######## block 1 ########
**Block 1: wires at chosen ports, followed through buffers**

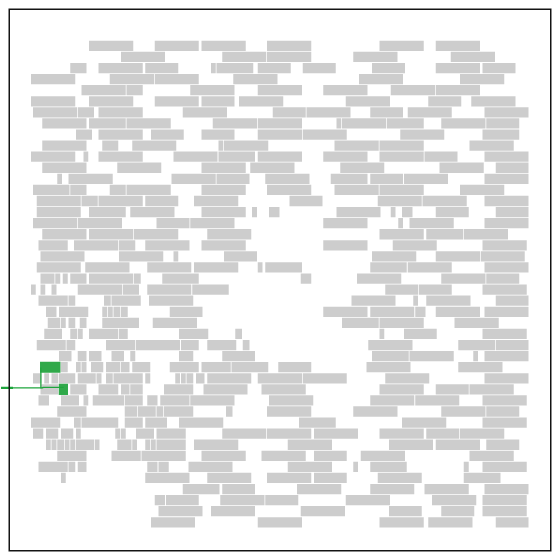
**Block 1: logic cells by family**

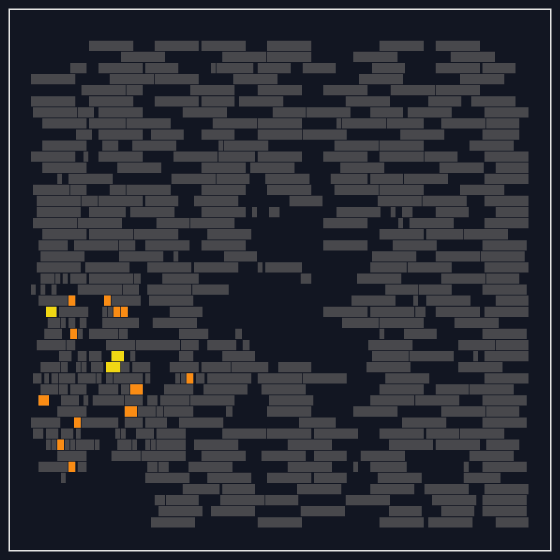
<file path="config.mk">
export PLATFORM = sky130hd
export DESIGN_NAME = fetch_ibuf
export DESIGN_NICKNAME = d
export VERILOG_FILES = /design/src/rtl/fetch_pkg.sv /design/src/rtl/sync_fifo.sv /design/src/rtl/fetch_ibuf.sv
export SDC_FILE = /design/constraint.sdc
export NUM_CORES = 1
export LEC_CHECK = 0
export CAP_MARGIN = 20
export CORE_MARGIN = 5
export CORE_UTILIZATION = 53
export CTS_CLUSTER_SIZE = 14
export DETAILED_ROUTE_END_ITERATION = 10
export DONT_BUFFER_PORTS = 1
export GPL_TIMING_DRIVEN = 0
export PLACE_DENSITY = 0.68
export SYNTH_ARGS = -nofsm -noshare
export SYNTH_HDL_FRONTEND = slang
export SYNTH_SLANG_ARGS = --single-unit
</file>
<file path="constraint.sdc">
create_clock -name clk -period 5.3 [get_ports clk]
set_input_delay 0.795 -clock clk [delete_from_list [all_inputs] [get_ports clk]]
set_output_delay 0.795 -clock clk [all_outputs]
set_load 0.02 [all_outputs]
</file>
<file path="src/rtl/fetch_pkg.sv">
// Shared ICCM geometry and instruction-buffer entry layout for the fetch path.
package fetch_pkg;

   localparam int ICCM_ADDR_WIDTH      = 11;
   localparam int ICCM_DATA_WIDTH      = 32;
   localparam int ICCM_DEPTH           = 2048;
   localparam int IBUF_DEPTH           = 4;
   localparam int IBUF_MAX_OUTSTANDING = 2;

   // Buffer entry: PC in the upper bits, instruction in the lower bits.
   typedef struct packed {
      logic [ICCM_ADDR_WIDTH-1:0] pc;
      logic [ICCM_DATA_WIDTH-1:0] instr;
   } ibuf_entry_t;

endpackage

</file>
<file path="src/rtl/sync_fifo.sv">
// First-word-fall-through synchronous FIFO with a synchronous clear.
module sync_fifo
   import fetch_pkg::*;
#(
   parameter  int WIDTH = 8,
   parameter  int DEPTH = 4,
   localparam int PTR_W = (DEPTH > 1) ? $clog2(DEPTH) : 1,
   localparam int CNT_W = $clog2(DEPTH) + 1
) (
   input  logic             clk,
   input  logic             rst_n,
   input  logic             clr_i,
   input  logic             push_i,
   input  logic [WIDTH-1:0] wdata_i,
   input  logic             pop_i,
   output logic [WIDTH-1:0] rdata_o,
   output logic [CNT_W-1:0] count_o
);

   logic [WIDTH-1:0] mem_q [DEPTH];
   logic [PTR_W-1:0] wr_ptr_q, wr_ptr_d;
   logic [PTR_W-1:0] rd_ptr_q, rd_ptr_d;
   logic [CNT_W-1:0] count_q, count_d;
   logic             do_push_s, do_pop_s;

   function automatic logic [PTR_W-1:0] next_ptr(input logic [PTR_W-1:0] ptr);
      if (ptr == PTR_W'(DEPTH - 1)) begin
         return '0;
      end else begin
         return ptr + PTR_W'(1);
      end
   endfunction

   assign do_push_s = push_i & (count_q != CNT_W'(DEPTH));
   assign do_pop_s  = pop_i & (count_q != CNT_W'(0));

   always_comb begin
      wr_ptr_d = wr_ptr_q;
      rd_ptr_d = rd_ptr_q;
      count_d  = count_q;
      if (clr_i) begin
         wr_ptr_d = '0;
         rd_ptr_d = '0;
         count_d  = '0;
      end else begin
         if (do_push_s) begin
            wr_ptr_d = next_ptr(wr_ptr_q);
         end else begin
            wr_ptr_d = wr_ptr_q;
         end
         if (do_pop_s) begin
            rd_ptr_d = next_ptr(rd_ptr_q);
         end else begin
            rd_ptr_d = rd_ptr_q;
         end
         case ({do_push_s, do_pop_s})
            2'b10:   count_d = count_q + CNT_W'(1);
            2'b01:   count_d = count_q - CNT_W'(1);
            default: count_d = count_q;
         endcase
      end
   end

   always_ff @(posedge clk) begin
      if (!rst_n) begin
         wr_ptr_q <= '0;
         rd_ptr_q <= '0;
         count_q  <= '0;
      end else begin
         wr_ptr_q <= wr_ptr_d;
         rd_ptr_q <= rd_ptr_d;
         count_q  <= count_d;
      end
   end

   // Storage carries no reset; occupancy alone qualifies the head.
   always_ff @(posedge clk) begin
      if (do_push_s && !clr_i) begin
         mem_q[wr_ptr_q] <= wdata_i;
      end
   end

   assign rdata_o = mem_q[rd_ptr_q];
   assign count_o = count_q;

endmodule

</file>
<file path="src/rtl/fetch_ibuf.sv">
// Instruction fetch buffer: credit-based ICCM read issue, PC tagging of
// responses, flush-time discard of in-flight reads and a FWFT decoder queue.
module fetch_ibuf
   import fetch_pkg::*;
#(
   parameter  int ADDR_WIDTH      = ICCM_ADDR_WIDTH,
   parameter  int DATA_WIDTH      = ICCM_DATA_WIDTH,
   parameter  int DEPTH           = IBUF_DEPTH,
   parameter  int MAX_OUTSTANDING = IBUF_MAX_OUTSTANDING,
   localparam int CNT_W           = $clog2(DEPTH) + 1,
   localparam int OUT_W           = $clog2(MAX_OUTSTANDING) + 1
) (
   input  logic                  clk,
   input  logic                  rst_n,
   input  logic                  flush,
   input  logic                  bist_en,
   output logic                  fetch_rd,
   input  logic [ADDR_WIDTH-1:0] fetch_pc,
   input  logic [DATA_WIDTH-1:0] rd_data,
   input  logic                  rd_valid,
   output logic                  dec_valid,
   input  logic                  dec_ready,
   output logic [DATA_WIDTH-1:0] dec_instr,
   output logic [ADDR_WIDTH-1:0] dec_pc,
   output logic [CNT_W-1:0]      buf_count,
   output logic                  proto_err
);

   localparam int SUM_W = ((CNT_W > OUT_W) ? CNT_W : OUT_W) + 1;
   localparam int ENT_W = ADDR_WIDTH + DATA_WIDTH;

   logic [OUT_W-1:0]      outstanding_s;
   logic [OUT_W-1:0]      drop_cnt_q, drop_cnt_d;
   logic                  proto_err_q, proto_err_d;
   logic [SUM_W-1:0]      occupancy_s;
   logic                  credit_ok_s, issue_s;
   logic                  rsp_valid_s, rsp_accept_s;
   logic                  buf_push_s, buf_pop_s;
   logic [ADDR_WIDTH-1:0] tag_s;
   logic [ENT_W-1:0]      head_s;

   // Buffer slots already promised to in-flight reads count against the credit.
   assign occupancy_s  = SUM_W'(buf_count) + SUM_W'(outstanding_s);
   assign credit_ok_s  = (occupancy_s < SUM_W'(DEPTH)) &&
                         (outstanding_s < OUT_W'(MAX_OUTSTANDING));
   assign issue_s      = rst_n & ~flush & ~bist_en & credit_ok_s;
   assign rsp_valid_s  = rd_valid & ~bist_en;
   assign rsp_accept_s = rsp_valid_s & (outstanding_s != OUT_W'(0));
   assign buf_push_s   = rsp_accept_s & (drop_cnt_q == OUT_W'(0)) & ~flush;
   assign buf_pop_s    = dec_valid & dec_ready & ~flush;

   always_comb begin
      drop_cnt_d  = drop_cnt_q;
      proto_err_d = proto_err_q;
      if (flush) begin
         drop_cnt_d = outstanding_s - OUT_W'(rsp_accept_s);
      end else if (rsp_accept_s && (drop_cnt_q != OUT_W'(0))) begin
         drop_cnt_d = drop_cnt_q - OUT_W'(1);
      end else begin
         drop_cnt_d = drop_cnt_q;
      end
      if (rsp_valid_s && (outstanding_s == OUT_W'(0))) begin
         proto_err_d = 1'b1;
      end else begin
         proto_err_d = proto_err_q;
      end
   end

   always_ff @(posedge clk) begin
      if (!rst_n) begin
         drop_cnt_q  <= '0;
         proto_err_q <= 1'b0;
      end else begin
         drop_cnt_q  <= drop_cnt_d;
         proto_err_q <= proto_err_d;
      end
   end

   sync_fifo #(
      .WIDTH(ADDR_WIDTH),
      .DEPTH(MAX_OUTSTANDING)
   ) u_tag_q (
      .clk    (clk),
      .rst_n  (rst_n),
      .clr_i  (1'b0),
      .push_i (issue_s),
      .wdata_i(fetch_pc),
      .pop_i  (rsp_accept_s),
      .rdata_o(tag_s),
      .count_o(outstanding_s)
   );

   sync_fifo #(
      .WIDTH(ENT_W),
      .DEPTH(DEPTH)
   ) u_ibuf (
      .clk    (clk),
      .rst_n  (rst_n),
      .clr_i  (flush),
      .push_i (buf_push_s),
      .wdata_i({tag_s, rd_data}),
      .pop_i  (buf_pop_s),
      .rdata_o(head_s),
      .count_o(buf_count)
   );

   assign fetch_rd  = issue_s;
   assign dec_valid = (buf_count != CNT_W'(0));
   assign dec_pc    = head_s[ENT_W-1:DATA_WIDTH];
   assign dec_instr = head_s[DATA_WIDTH-1:0];
   assign proto_err = proto_err_q;

endmodule

</file>
==> run notes <==
fresh numbers from the pnr run: routability cong. between 0.7 and 0.8, power per cell area around 370 nW/um^2, # Taps 184, Setup crit end dec_pc[9], Switch Pwr between 0.6 and 0.7 mW, clock power share a little over two fifths, P_seq 1.83 mW, hold depth 0, main area contributors edfxtp_1 73%, mux4_2 12%, dfxtp_1 4.3%, ha_1 1.6%, mux2_2 1.6%, combinational power share 1.6%, CP max-delay cell buf_1, DRT iter0 DRCs about 210, Top cells excl fill/tap 194 x edfxtp_1, 43 x mux4_2, 23 x clkbuf_16, r2r startpoint drop_cnt_q[0], status finished, final reports clean, reg2reg setup slack ~2.9 ns, DR WL met2 between 6000 and 7000 microns, Tmin final 2.87 ns
About 'wires at chosen ports, followed through buffers' of block 1:
bist_en: shown in green, bits 1, direction input, end cells 2, buffers 0, wire 17.8 microns.

About 'logic cells by family' of block 1:
inverting AOI/OAI gates: shown in orange, cells 12. AND-OR and OR-AND gates: shown in yellow, cells 3.

[registers in the layout, summed over array words and instances, names as in the netlist, named ones only]
name              cells
u_ibuf.rd_ptr_q       2
u_ibuf.wr_ptr_q       2
proto_err             1
u_tag_q.mem_q        22
u_ibuf.mem_q        172
u_ibuf.count_o        3
drop_cnt_q            2
u_tag_q.rd_ptr_q      1
u_tag_q.wr_ptr_q      1
u_tag_q.count_o       2
[worst register-to-register path: stages, from the launching register on]
cell and delay (ns):
dfxtp_1 0.32, inv_1 0.06, ha_1 0.26, nand2b_4 0.08
nor4_4 0.46, and2_2 0.61, buf_12 0.27

######## block 2 ########
--- src/rtl/dac_frame_sched.sv ---
// Frame scheduler for the shared X/Y vector DAC: latches requesters at each frame tick,
// hands them the DAC one shape at a time in round-robin order and parks the beam when done.
module dac_frame_sched #(
  parameter int N_REQ         = 4,
  parameter int DAC_WIDTH     = 8,
  parameter int FRAME_CYCLES  = 80000,
  parameter int SETTLE_CYCLES = 4,
  parameter int PARK_X        = 128,
  parameter int PARK_Y        = 128
) (
  input  logic                       clk,
  input  logic                       rst,
  input  logic [N_REQ-1:0]           req,
  input  logic [N_REQ*DAC_WIDTH-1:0] pt_x,
  input  logic [N_REQ*DAC_WIDTH-1:0] pt_y,
  input  logic [N_REQ-1:0]           pt_valid,
  input  logic [N_REQ-1:0]           pt_last,
  output logic [N_REQ-1:0]           pt_ready,
  output logic [N_REQ-1:0]           grant,
  output logic [DAC_WIDTH-1:0]       xch,
  output logic [DAC_WIDTH-1:0]       ych,
  output logic                       trig,
  output logic                       overrun
);

  localparam int IW = (N_REQ > 1) ? $clog2(N_REQ) : 1;
  localparam int FW = (FRAME_CYCLES > 1) ? $clog2(FRAME_CYCLES) : 1;
  localparam int DW = $clog2(SETTLE_CYCLES + 1);

  localparam logic [FW-1:0]        FRAME_LAST = FW'(FRAME_CYCLES - 1);
  localparam logic [DW-1:0]        SETTLE_LD  = DW'(SETTLE_CYCLES);
  localparam logic [DAC_WIDTH-1:0] PARK_XV    = DAC_WIDTH'(PARK_X);
  localparam logic [DAC_WIDTH-1:0] PARK_YV    = DAC_WIDTH'(PARK_Y);

  typedef enum logic [1:0] {
    S_IDLE,
    S_ARB,
    S_STREAM,
    S_PARK
  } state_e;

  state_e               state_q, state_d;
  logic [FW-1:0]        fcnt_q, fcnt_d;
  logic [N_REQ-1:0]     mask_q, mask_d;
  logic [IW-1:0]        rr_ptr_q, rr_ptr_d;
  logic [IW-1:0]        owner_q, owner_d;
  logic [N_REQ-1:0]     grant_q, grant_d;
  logic [DAC_WIDTH-1:0] xch_q, xch_d;
  logic [DAC_WIDTH-1:0] ych_q, ych_d;
  logic                 trig_q, trig_d;
  logic                 overrun_q, overrun_d;
  logic [DW-1:0]        dwell_q, dwell_d;
  logic                 last_f_q, last_f_d;

  logic                 tick;
  logic                 pick_vld;
  logic [IW-1:0]        pick_idx;
  logic [IW-1:0]        pick_next;
  logic [N_REQ-1:0]     pick_oh;
  logic                 ready_c;
  logic                 accept;

  assign tick = (fcnt_q == FRAME_LAST);

  // Cyclic first-set search over the frame mask, starting at the round-robin pointer.
  always_comb begin
    int            j;
    logic [IW-1:0] jj;
    pick_vld = 1'b0;
    pick_idx = '0;
    j        = 0;
    jj       = '0;
    for (int k = 0; k < N_REQ; k++) begin
      j = int'(rr_ptr_q) + k;
      if (j >= N_REQ) j = j - N_REQ;
      jj = IW'(j);
      if (!pick_vld && mask_q[jj]) begin
        pick_vld = 1'b1;
        pick_idx = jj;
      end
    end
  end

  assign pick_next = (pick_idx == IW'(N_REQ - 1)) ? '0 : pick_idx + 1'b1;
  assign pick_oh   = N_REQ'(1) << pick_idx;

  // Owner may present a point only once the beam has settled, and not after its last point.
  assign ready_c  = (state_q == S_STREAM) && (dwell_q == '0) && !last_f_q;
  assign accept   = ready_c && pt_valid[owner_q];
  assign pt_ready = ready_c ? grant_q : '0;

  always_comb begin
    state_d   = state_q;
    fcnt_d    = tick ? '0 : fcnt_q + 1'b1;
    mask_d    = mask_q;
    rr_ptr_d  = rr_ptr_q;
    owner_d   = owner_q;
    grant_d   = grant_q;
    xch_d     = xch_q;
    ych_d     = ych_q;
    trig_d    = 1'b0;
    overrun_d = overrun_q | (tick && (state_q != S_IDLE));
    dwell_d   = dwell_q;
    last_f_d  = last_f_q;

    case (state_q)
      S_IDLE: begin
        if (tick) begin
          mask_d  = req;
          trig_d  = 1'b1;
          state_d = S_ARB;
        end
      end
      S_ARB: begin
        if (!pick_vld) begin
          state_d = S_PARK;
        end else begin
          grant_d  = pick_oh;
          owner_d  = pick_idx;
          rr_ptr_d = pick_next;
          mask_d   = mask_q & ~pick_oh;
          state_d  = S_STREAM;
        end
      end
      S_STREAM: begin
        if (accept) begin
          xch_d   = pt_x[owner_q*DAC_WIDTH +: DAC_WIDTH];
          ych_d   = pt_y[owner_q*DAC_WIDTH +: DAC_WIDTH];
          dwell_d = SETTLE_LD;
          if (pt_last[owner_q]) last_f_d = 1'b1;
        end else if (dwell_q != '0) begin
          dwell_d = dwell_q - 1'b1;
        end
        // Leave as the dwell after the final point expires so ARB lands on dwell==0.
        if (!accept && last_f_q && (dwell_q <= DW'(1))) begin
          last_f_d = 1'b0;
          grant_d  = '0;
          dwell_d  = '0;
          state_d  = S_ARB;
        end
      end
      S_PARK: begin
        xch_d   = PARK_XV;
        ych_d   = PARK_YV;
        grant_d = '0;
        state_d = S_IDLE;
      end
      default: state_d = S_IDLE;
    endcase
  end

  always_ff @(posedge clk) begin
    if (rst) begin
      state_q   <= S_IDLE;
      fcnt_q    <= '0;
      mask_q    <= '0;
      rr_ptr_q  <= '0;
      owner_q   <= '0;
      grant_q   <= '0;
      xch_q     <= PARK_XV;
      ych_q     <= PARK_YV;
      trig_q    <= 1'b0;
      overrun_q <= 1'b0;
      dwell_q   <= '0;
      last_f_q  <= 1'b0;
    end else begin
      state_q   <= state_d;
      fcnt_q    <= fcnt_d;
      mask_q    <= mask_d;
      rr_ptr_q  <= rr_ptr_d;
      owner_q   <= owner_d;
      grant_q   <= grant_d;
      xch_q     <= xch_d;
      ych_q     <= ych_d;
      trig_q    <= trig_d;
      overrun_q <= overrun_d;
      dwell_q   <= dwell_d;
      last_f_q  <= last_f_d;
    end
  end

  assign grant   = grant_q;
  assign xch     = xch_q;
  assign ych     = ych_q;
  assign trig    = trig_q;
  assign overrun = overrun_q;

endmodule

--- config.mk ---
export PLATFORM = sky130hd
export DESIGN_NAME = dac_frame_sched
export DESIGN_NICKNAME = d
export VERILOG_FILES = /design/src/rtl/dac_frame_sched.sv
export SDC_FILE = /design/constraint.sdc
export NUM_CORES = 1
export LEC_CHECK = 0
export CAP_MARGIN = 25
export CELL_PAD_IN_SITES_DETAIL_PLACEMENT = 1
export CELL_PAD_IN_SITES_GLOBAL_PLACEMENT = 1
export CORE_MARGIN = 3
export CORE_UTILIZATION = 36
export CTS_CLUSTER_DIAMETER = 40
export CTS_CLUSTER_SIZE = 10
export DETAILED_ROUTE_END_ITERATION = 16
export PLACE_DENSITY_LB_ADDON = 0.15
export SETUP_SLACK_MARGIN = 0.05
export SLEW_MARGIN = 10
export SYNTH_ARGS = -nofsm -noshare
export SYNTH_HDL_FRONTEND = slang
export SYNTH_SLANG_ARGS = --single-unit
--- constraint.sdc ---
create_clock -name clk -period 3.65 [get_ports clk]
set_input_delay 0.5475 -clock clk [delete_from_list [all_inputs] [get_ports clk]]
set_output_delay 0.5475 -clock clk [all_outputs]
set_load 0.1 [all_outputs]
**Block 2: wires at chosen ports, followed through buffers**

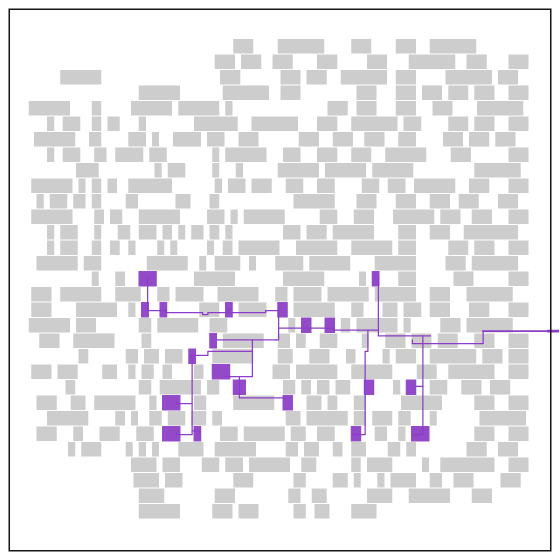
rst: shown in purple, bits 1, direction input, end cells 20, buffers 1, wire 211 microns.

**Block 2: the clock network**

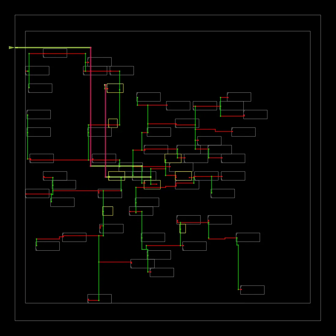
Flops: 53
Final Skew: 0.00686 ns
CLK BUF: 5
Clk Latency, worst-skew pair: 0.30 ns

==> run notes <==
fresh numbers from the pnr run: status finished, final reports clean, DRT iter0 DRCs 73, Setup-failing EPs final 0, Tmin final about 2.4 ns, r2r startpoint mask_q[2], CTS sink count around 53, ys async rst share 0%, Final HPWL DP approximately 6500 microns, CP max-delay cell dfxtp_1, number of port buffers slightly above 100, M2 GR Usage between 30% and 40%, YS chip area ~2800 sq um, Tcrit/Tclk final 66.2%, per-cell routed wire length between 15 and 20 microns, top comb family, area simple AND/OR/NAND/NOR gates, final hold violations 0, Synth top area share around 37%, PnR worst setup slack between 1 and 1.5 ns, Syn Area/Cell around 10 sq um, share of cells above drive strength 1 ~11%, DP Cell Count 465, max FFs per register 17, worst path cell trace inv_1 > ha_1 > nor3b_2 > and3_1 > buf_4, Synth Area in Compound Gates between 10% and 20%, max_cap viols 0, Critical Path Start dwell_q[0], Top power group registers, vias in the first global route roughly 2700, VDD IR max approximately 0.17 mV, grt met1 use between 20% and 30%, Placement Rows 31, Post-synth EDFFs 0, Mapped Area 2840 sq um, Synth Seq Share 37.4%, # Taps about 100, Clock Tree Root clkbuf_8, area leader, netlist dfxtp_1, CTS hold repair buffers 0, Flops after synth 53, via count 2529
**Block 2: logic cells by family**

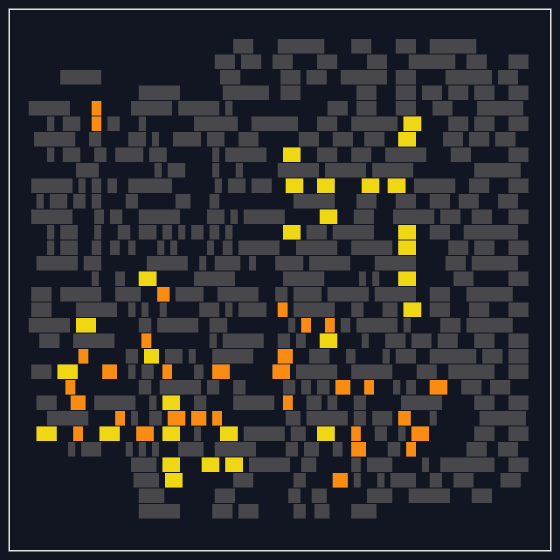
AND-OR and OR-AND gates: shown in yellow, cells 28. inverting AOI/OAI gates: shown in orange, cells 31.

## layout by cell type (no fill, tap or decap), types with 3 or more instances in the layout
cell type,instances
clkdlybuf4s50_1,99
dfxtp_1,53
nor2_1,25
a22o_1,19
mux4_2,16
inv_1,15
a21oi_1,14
nand2_1,11
nand3_1,11
xnor2_1,11
nor3_1,8
ha_1,8
buf_4,7
nand4_1,6
nand2b_1,5
nor2b_1,5
and3_1,5
clkbuf_8,5
a41o_1,4
nor4_1,4
xor2_1,3

######## block 3 ########
File: config.mk
export PLATFORM = sky130hd
export DESIGN_NAME = spi_reg_ctrl
export DESIGN_NICKNAME = d
export VERILOG_FILES = /design/src/rtl/spi_regs_pkg.sv /design/src/rtl/spi_reg_decode.sv /design/src/rtl/spi_reg_ctrl.sv
export SDC_FILE = /design/constraint.sdc
export NUM_CORES = 1
export LEC_CHECK = 0
export CAP_MARGIN = 10
export CELL_PAD_IN_SITES_DETAIL_PLACEMENT = 1
export CELL_PAD_IN_SITES_GLOBAL_PLACEMENT = 1
export CORE_MARGIN = 4
export CORE_UTILIZATION = 32
export CTS_CLUSTER_DIAMETER = 50
export DETAILED_ROUTE_END_ITERATION = 8
export PLACE_DENSITY_LB_ADDON = 0.2
export SYNTH_ARGS = -nofsm -noshare
export SYNTH_HDL_FRONTEND = slang
export SYNTH_SLANG_ARGS = --single-unit
File: constraint.sdc
create_clock -name clk -period 4.8 [get_ports clk]
set_clock_uncertainty 0.2 [all_clocks]
set_input_delay 0.96 -clock clk [delete_from_list [all_inputs] [get_ports clk]]
set_output_delay 0.96 -clock clk [all_outputs]
set_load 0.01 [all_outputs]
File: src/rtl/spi_regs_pkg.sv
// Shared definitions for the SPI register controller: address map, FLAGS bits,
// command field width, FSM state and register-kind encodings.
package spi_regs_pkg;

    localparam int unsigned AddrId       = 32'h00;
    localparam int unsigned AddrFlags    = 32'h01;
    localparam int unsigned AddrCmd      = 32'h02;
    localparam int unsigned AddrScratch  = 32'h03;
    localparam int unsigned AddrCtrlBase = 32'h10;
    localparam int unsigned AddrStatBase = 32'h20;

    localparam int unsigned FlagWrErr = 0;
    localparam int unsigned FlagRdErr = 1;
    localparam int unsigned FlagAbort = 2;
    localparam int unsigned NumFlags  = 3;

    localparam int unsigned CmdWidth = 8;

    typedef enum logic [1:0] {StIdle, StLookup, StWaitData, StDone} state_t;

    typedef enum logic [2:0] {
        KindNone, KindId, KindFlags, KindCmd, KindScratch, KindCtrl, KindStat
    } reg_kind_t;

endpackage

File: src/rtl/spi_reg_decode.sv
// Combinational address classifier: maps a register address to its kind,
// word index within a bank, and whether it is mapped and writable.
module spi_reg_decode
    import spi_regs_pkg::*;
#(
    parameter int unsigned ADDR_WIDTH = 7,
    parameter int unsigned NUM_CTRL   = 8,
    parameter int unsigned NUM_STAT   = 8
) (
    input  logic [ADDR_WIDTH-1:0] addr,
    output reg_kind_t             kind,
    output logic [3:0]            index,
    output logic                  writable,
    output logic                  mapped
);

    logic [31:0] a;

    always_comb begin
        a        = 32'(addr);
        kind     = KindNone;
        index    = a[3:0];
        if (a == AddrId) begin
            kind = KindId;
        end else if (a == AddrFlags) begin
            kind = KindFlags;
        end else if (a == AddrCmd) begin
            kind = KindCmd;
        end else if (a == AddrScratch) begin
            kind = KindScratch;
        end else if ((a >> 4) == (AddrCtrlBase >> 4) && 32'(a[3:0]) < NUM_CTRL) begin
            kind = KindCtrl;
        end else if ((a >> 4) == (AddrStatBase >> 4) && 32'(a[3:0]) < NUM_STAT) begin
            kind = KindStat;
        end
        mapped   = (kind != KindNone);
        writable = (kind == KindFlags) || (kind == KindCmd) ||
                   (kind == KindScratch) || (kind == KindCtrl);
    end

endmodule

File: src/rtl/spi_reg_ctrl.sv
// Register file behind an SPI slave: frame FSM, ID/FLAGS/CMD/SCRATCH registers,
// a bank of control registers and a window onto external status words.
module spi_reg_ctrl
    import spi_regs_pkg::*;
#(
    parameter int unsigned          ADDR_WIDTH = 7,
    parameter int unsigned          DATA_WIDTH = 24,
    parameter int unsigned          NUM_CTRL   = 8,
    parameter int unsigned          NUM_STAT   = 8,
    parameter logic [DATA_WIDTH-1:0] ID_VALUE  = 24'h564E41
) (
    input  logic                           clk,
    input  logic                           nrst,
    input  logic [ADDR_WIDTH-1:0]          addr,
    input  logic                           addr_ready,
    input  logic                           rw,
    input  logic [DATA_WIDTH-1:0]          wr_data,
    input  logic                           data_ready,
    output logic [DATA_WIDTH-1:0]          rd_data,
    input  logic [NUM_STAT*DATA_WIDTH-1:0] status_in,
    output logic [NUM_CTRL*DATA_WIDTH-1:0] ctrl_regs,
    output logic [NUM_CTRL-1:0]            ctrl_update,
    output logic [CmdWidth-1:0]            cmd_pulse,
    output logic                           err_irq
);

    state_t                  state;
    logic [ADDR_WIDTH-1:0]   addr_q;
    logic                    rw_q;
    logic                    addr_ready_q;
    logic                    armed;
    logic [DATA_WIDTH-1:0]   scratch;
    logic [NumFlags-1:0]     flags;
    logic [NumFlags-1:0]     flag_set;
    logic [NumFlags-1:0]     flag_clr;
    logic [DATA_WIDTH-1:0]   rd_next;

    reg_kind_t  kind;
    logic [3:0] index;
    logic       writable;
    logic       mapped;

    spi_reg_decode #(
        .ADDR_WIDTH (ADDR_WIDTH),
        .NUM_CTRL   (NUM_CTRL),
        .NUM_STAT   (NUM_STAT)
    ) u_decode (
        .addr     (addr_q),
        .kind     (kind),
        .index    (index),
        .writable (writable),
        .mapped   (mapped)
    );

    always_comb begin
        rd_next = '0;
        case (kind)
            KindId:      rd_next = ID_VALUE;
            KindFlags:   rd_next = DATA_WIDTH'(flags);
            KindScratch: rd_next = scratch;
            KindCtrl:    rd_next = ctrl_regs[32'(index)*DATA_WIDTH +: DATA_WIDTH];
            KindStat:    rd_next = status_in[32'(index)*DATA_WIDTH +: DATA_WIDTH];
            default:     rd_next = '0;
        endcase
    end

    // Flag sources and W1C clears; merged below so a same-cycle set beats a clear.
    always_comb begin
        flag_set = '0;
        flag_clr = '0;
        case (state)
            StLookup: begin
                if (rw_q && !mapped) flag_set[FlagRdErr] = 1'b1;
            end
            StWaitData: begin
                if (data_ready) begin
                    if (!rw_q && !writable) flag_set[FlagWrErr] = 1'b1;
                    else if (!rw_q && kind == KindFlags) flag_clr = wr_data[NumFlags-1:0];
                end else if (!addr_ready) begin
                    flag_set[FlagAbort] = 1'b1;
                end
            end
            default: ;
        endcase
    end

    assign err_irq = |flags;

    always_ff @(posedge clk) begin
        if (!nrst) begin
            state        <= StIdle;
            addr_q       <= '0;
            rw_q         <= 1'b0;
            addr_ready_q <= 1'b0;
            armed        <= 1'b0;
            scratch      <= '0;
            flags        <= '0;
            rd_data      <= '0;
            ctrl_regs    <= '0;
            ctrl_update  <= '0;
            cmd_pulse    <= '0;
        end else begin
            addr_ready_q <= addr_ready;
            // A frame still open across reset must see addr_ready low before a new capture.
            if (!addr_ready) armed <= 1'b1;
            ctrl_update  <= '0;
            cmd_pulse    <= '0;
            flags        <= (flags & ~flag_clr) | flag_set;
            case (state)
                StIdle: begin
                    if (armed && addr_ready && !addr_ready_q) begin
                        addr_q <= addr;
                        rw_q   <= rw;
                        state  <= StLookup;
                    end
                end
                StLookup: begin
                    rd_data <= rd_next;
                    state   <= StWaitData;
                end
                StWaitData: begin
                    if (data_ready) begin
                        if (!rw_q && writable) begin
                            case (kind)
                                KindScratch: scratch <= wr_data;
                                KindCmd:     cmd_pulse <= wr_data[CmdWidth-1:0];
                                KindCtrl: begin
                                    ctrl_regs[32'(index)*DATA_WIDTH +: DATA_WIDTH] <= wr_data;
                                    ctrl_update <= NUM_CTRL'(1) << index;
                                end
                                default: ;
                            endcase
                        end
                        state <= StDone;
                    end else if (!addr_ready) begin
                        state <= StIdle;
                    end
                end
                StDone: begin
                    if (!addr_ready && !data_ready) state <= StIdle;
                end
                default: state <= StIdle;
            endcase
        end
    end

endmodule
**Block 3: the clock network**

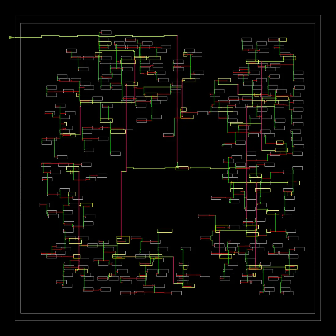
CTS sink count: 271
CLK BUF: 51
Clk Latency, worst-skew pair: 0.56 ns
P_clk: 2.97 mW

==> run notes <==
fresh numbers from the pnr run: routability cong. between 0.9 and 1, Longest Clk Path Bufs 3, DR vias/cell ~6, status finished, final reports clean, Setup-failing EPs final 0, ANT cells 1, met3 usage in global routing 5.49%, via count between 15000 and 20000, Post-synth EDFFs 0, Tcrit/Tclk final roughly nine tenths, VDD IR max about 0.23 mV, global route hottest layer met2, RSZ-0062 raised after global routing no, Max-slew headroom roughly 25%, PnR worst setup slack around 0.48 ns, ys cells 1725, Top cells excl fill/tap 459 x clkdlybuf4s50_1, 332 x nand2_1, 269 x dfxtp_1, CP max stage delay between 0.8 and 0.9 ns, adder-cell share of the synthesized area less than 1%, Syn. warnings 0, final hold slack 0.255 ns, largest class logic gates, syn nets ~2000, number of port buffers around 460, nets around 2400, GRT overflow 0, Post-Place Cell Area between 20000 and 25000 sq um, first-pass GRT wire length approximately 120000 microns, most frequent CP cell ha_1, worst-margin pin slew 1.12 ns, Setup Fix Bufs, Post-CTS 0, post-route antenna net violation count 0, highest clock rate 231 MHz, total power between 6 and 7 mW, vias in the first global route around 17000
[final timing paths]
check	from	endpoint	slack, ns	depth (start not counted)
hold reg to reg	scratch[17]	scratch[17]	0.25	2
setup / recovery	addr_q[0]	ctrl_regs[146]	0.48	13
setup reg to reg	addr_q[0]	ctrl_regs[146]	0.48	13
hold / removal	scratch[17]	scratch[17]	0.25	2
[power groups by stage]
stage               Clock, mW  Sequential [mW]  Combinational (mW)
floorplan                   0             2.32               0.492
global placement            0             2.32                1.02
detailed placement          0             2.32                1.02
CTS                      2.99             2.27                1.03
global route             3.11             2.27                1.09
finish                   2.97             2.27                1.05


==> notes/layouts.md <==
Pictures saved along the way, in no particular order.

Routed metal, one color a layer.
shot_01.png
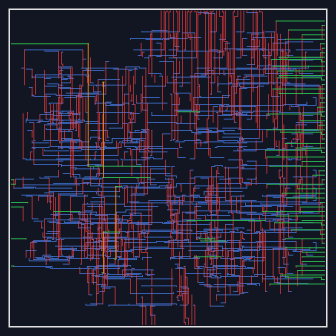
shot_02.png
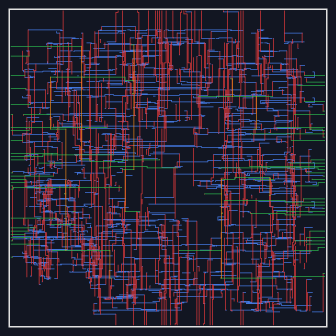
shot_03.png
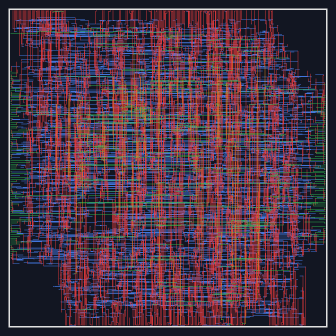
shot_03.png -> block 3
shot_01.png -> block 2
shot_02.png -> block 1

Key to shot_03.png:
metal 1: shown in blue, wire length 35.2 mm. metal 3: shown in green, wire length 6020 microns. metal 2: shown in red, wire length 39.9 mm. metal 4: shown in orange, wire length 3120 microns.

Power and IR drop assume default switching activity.
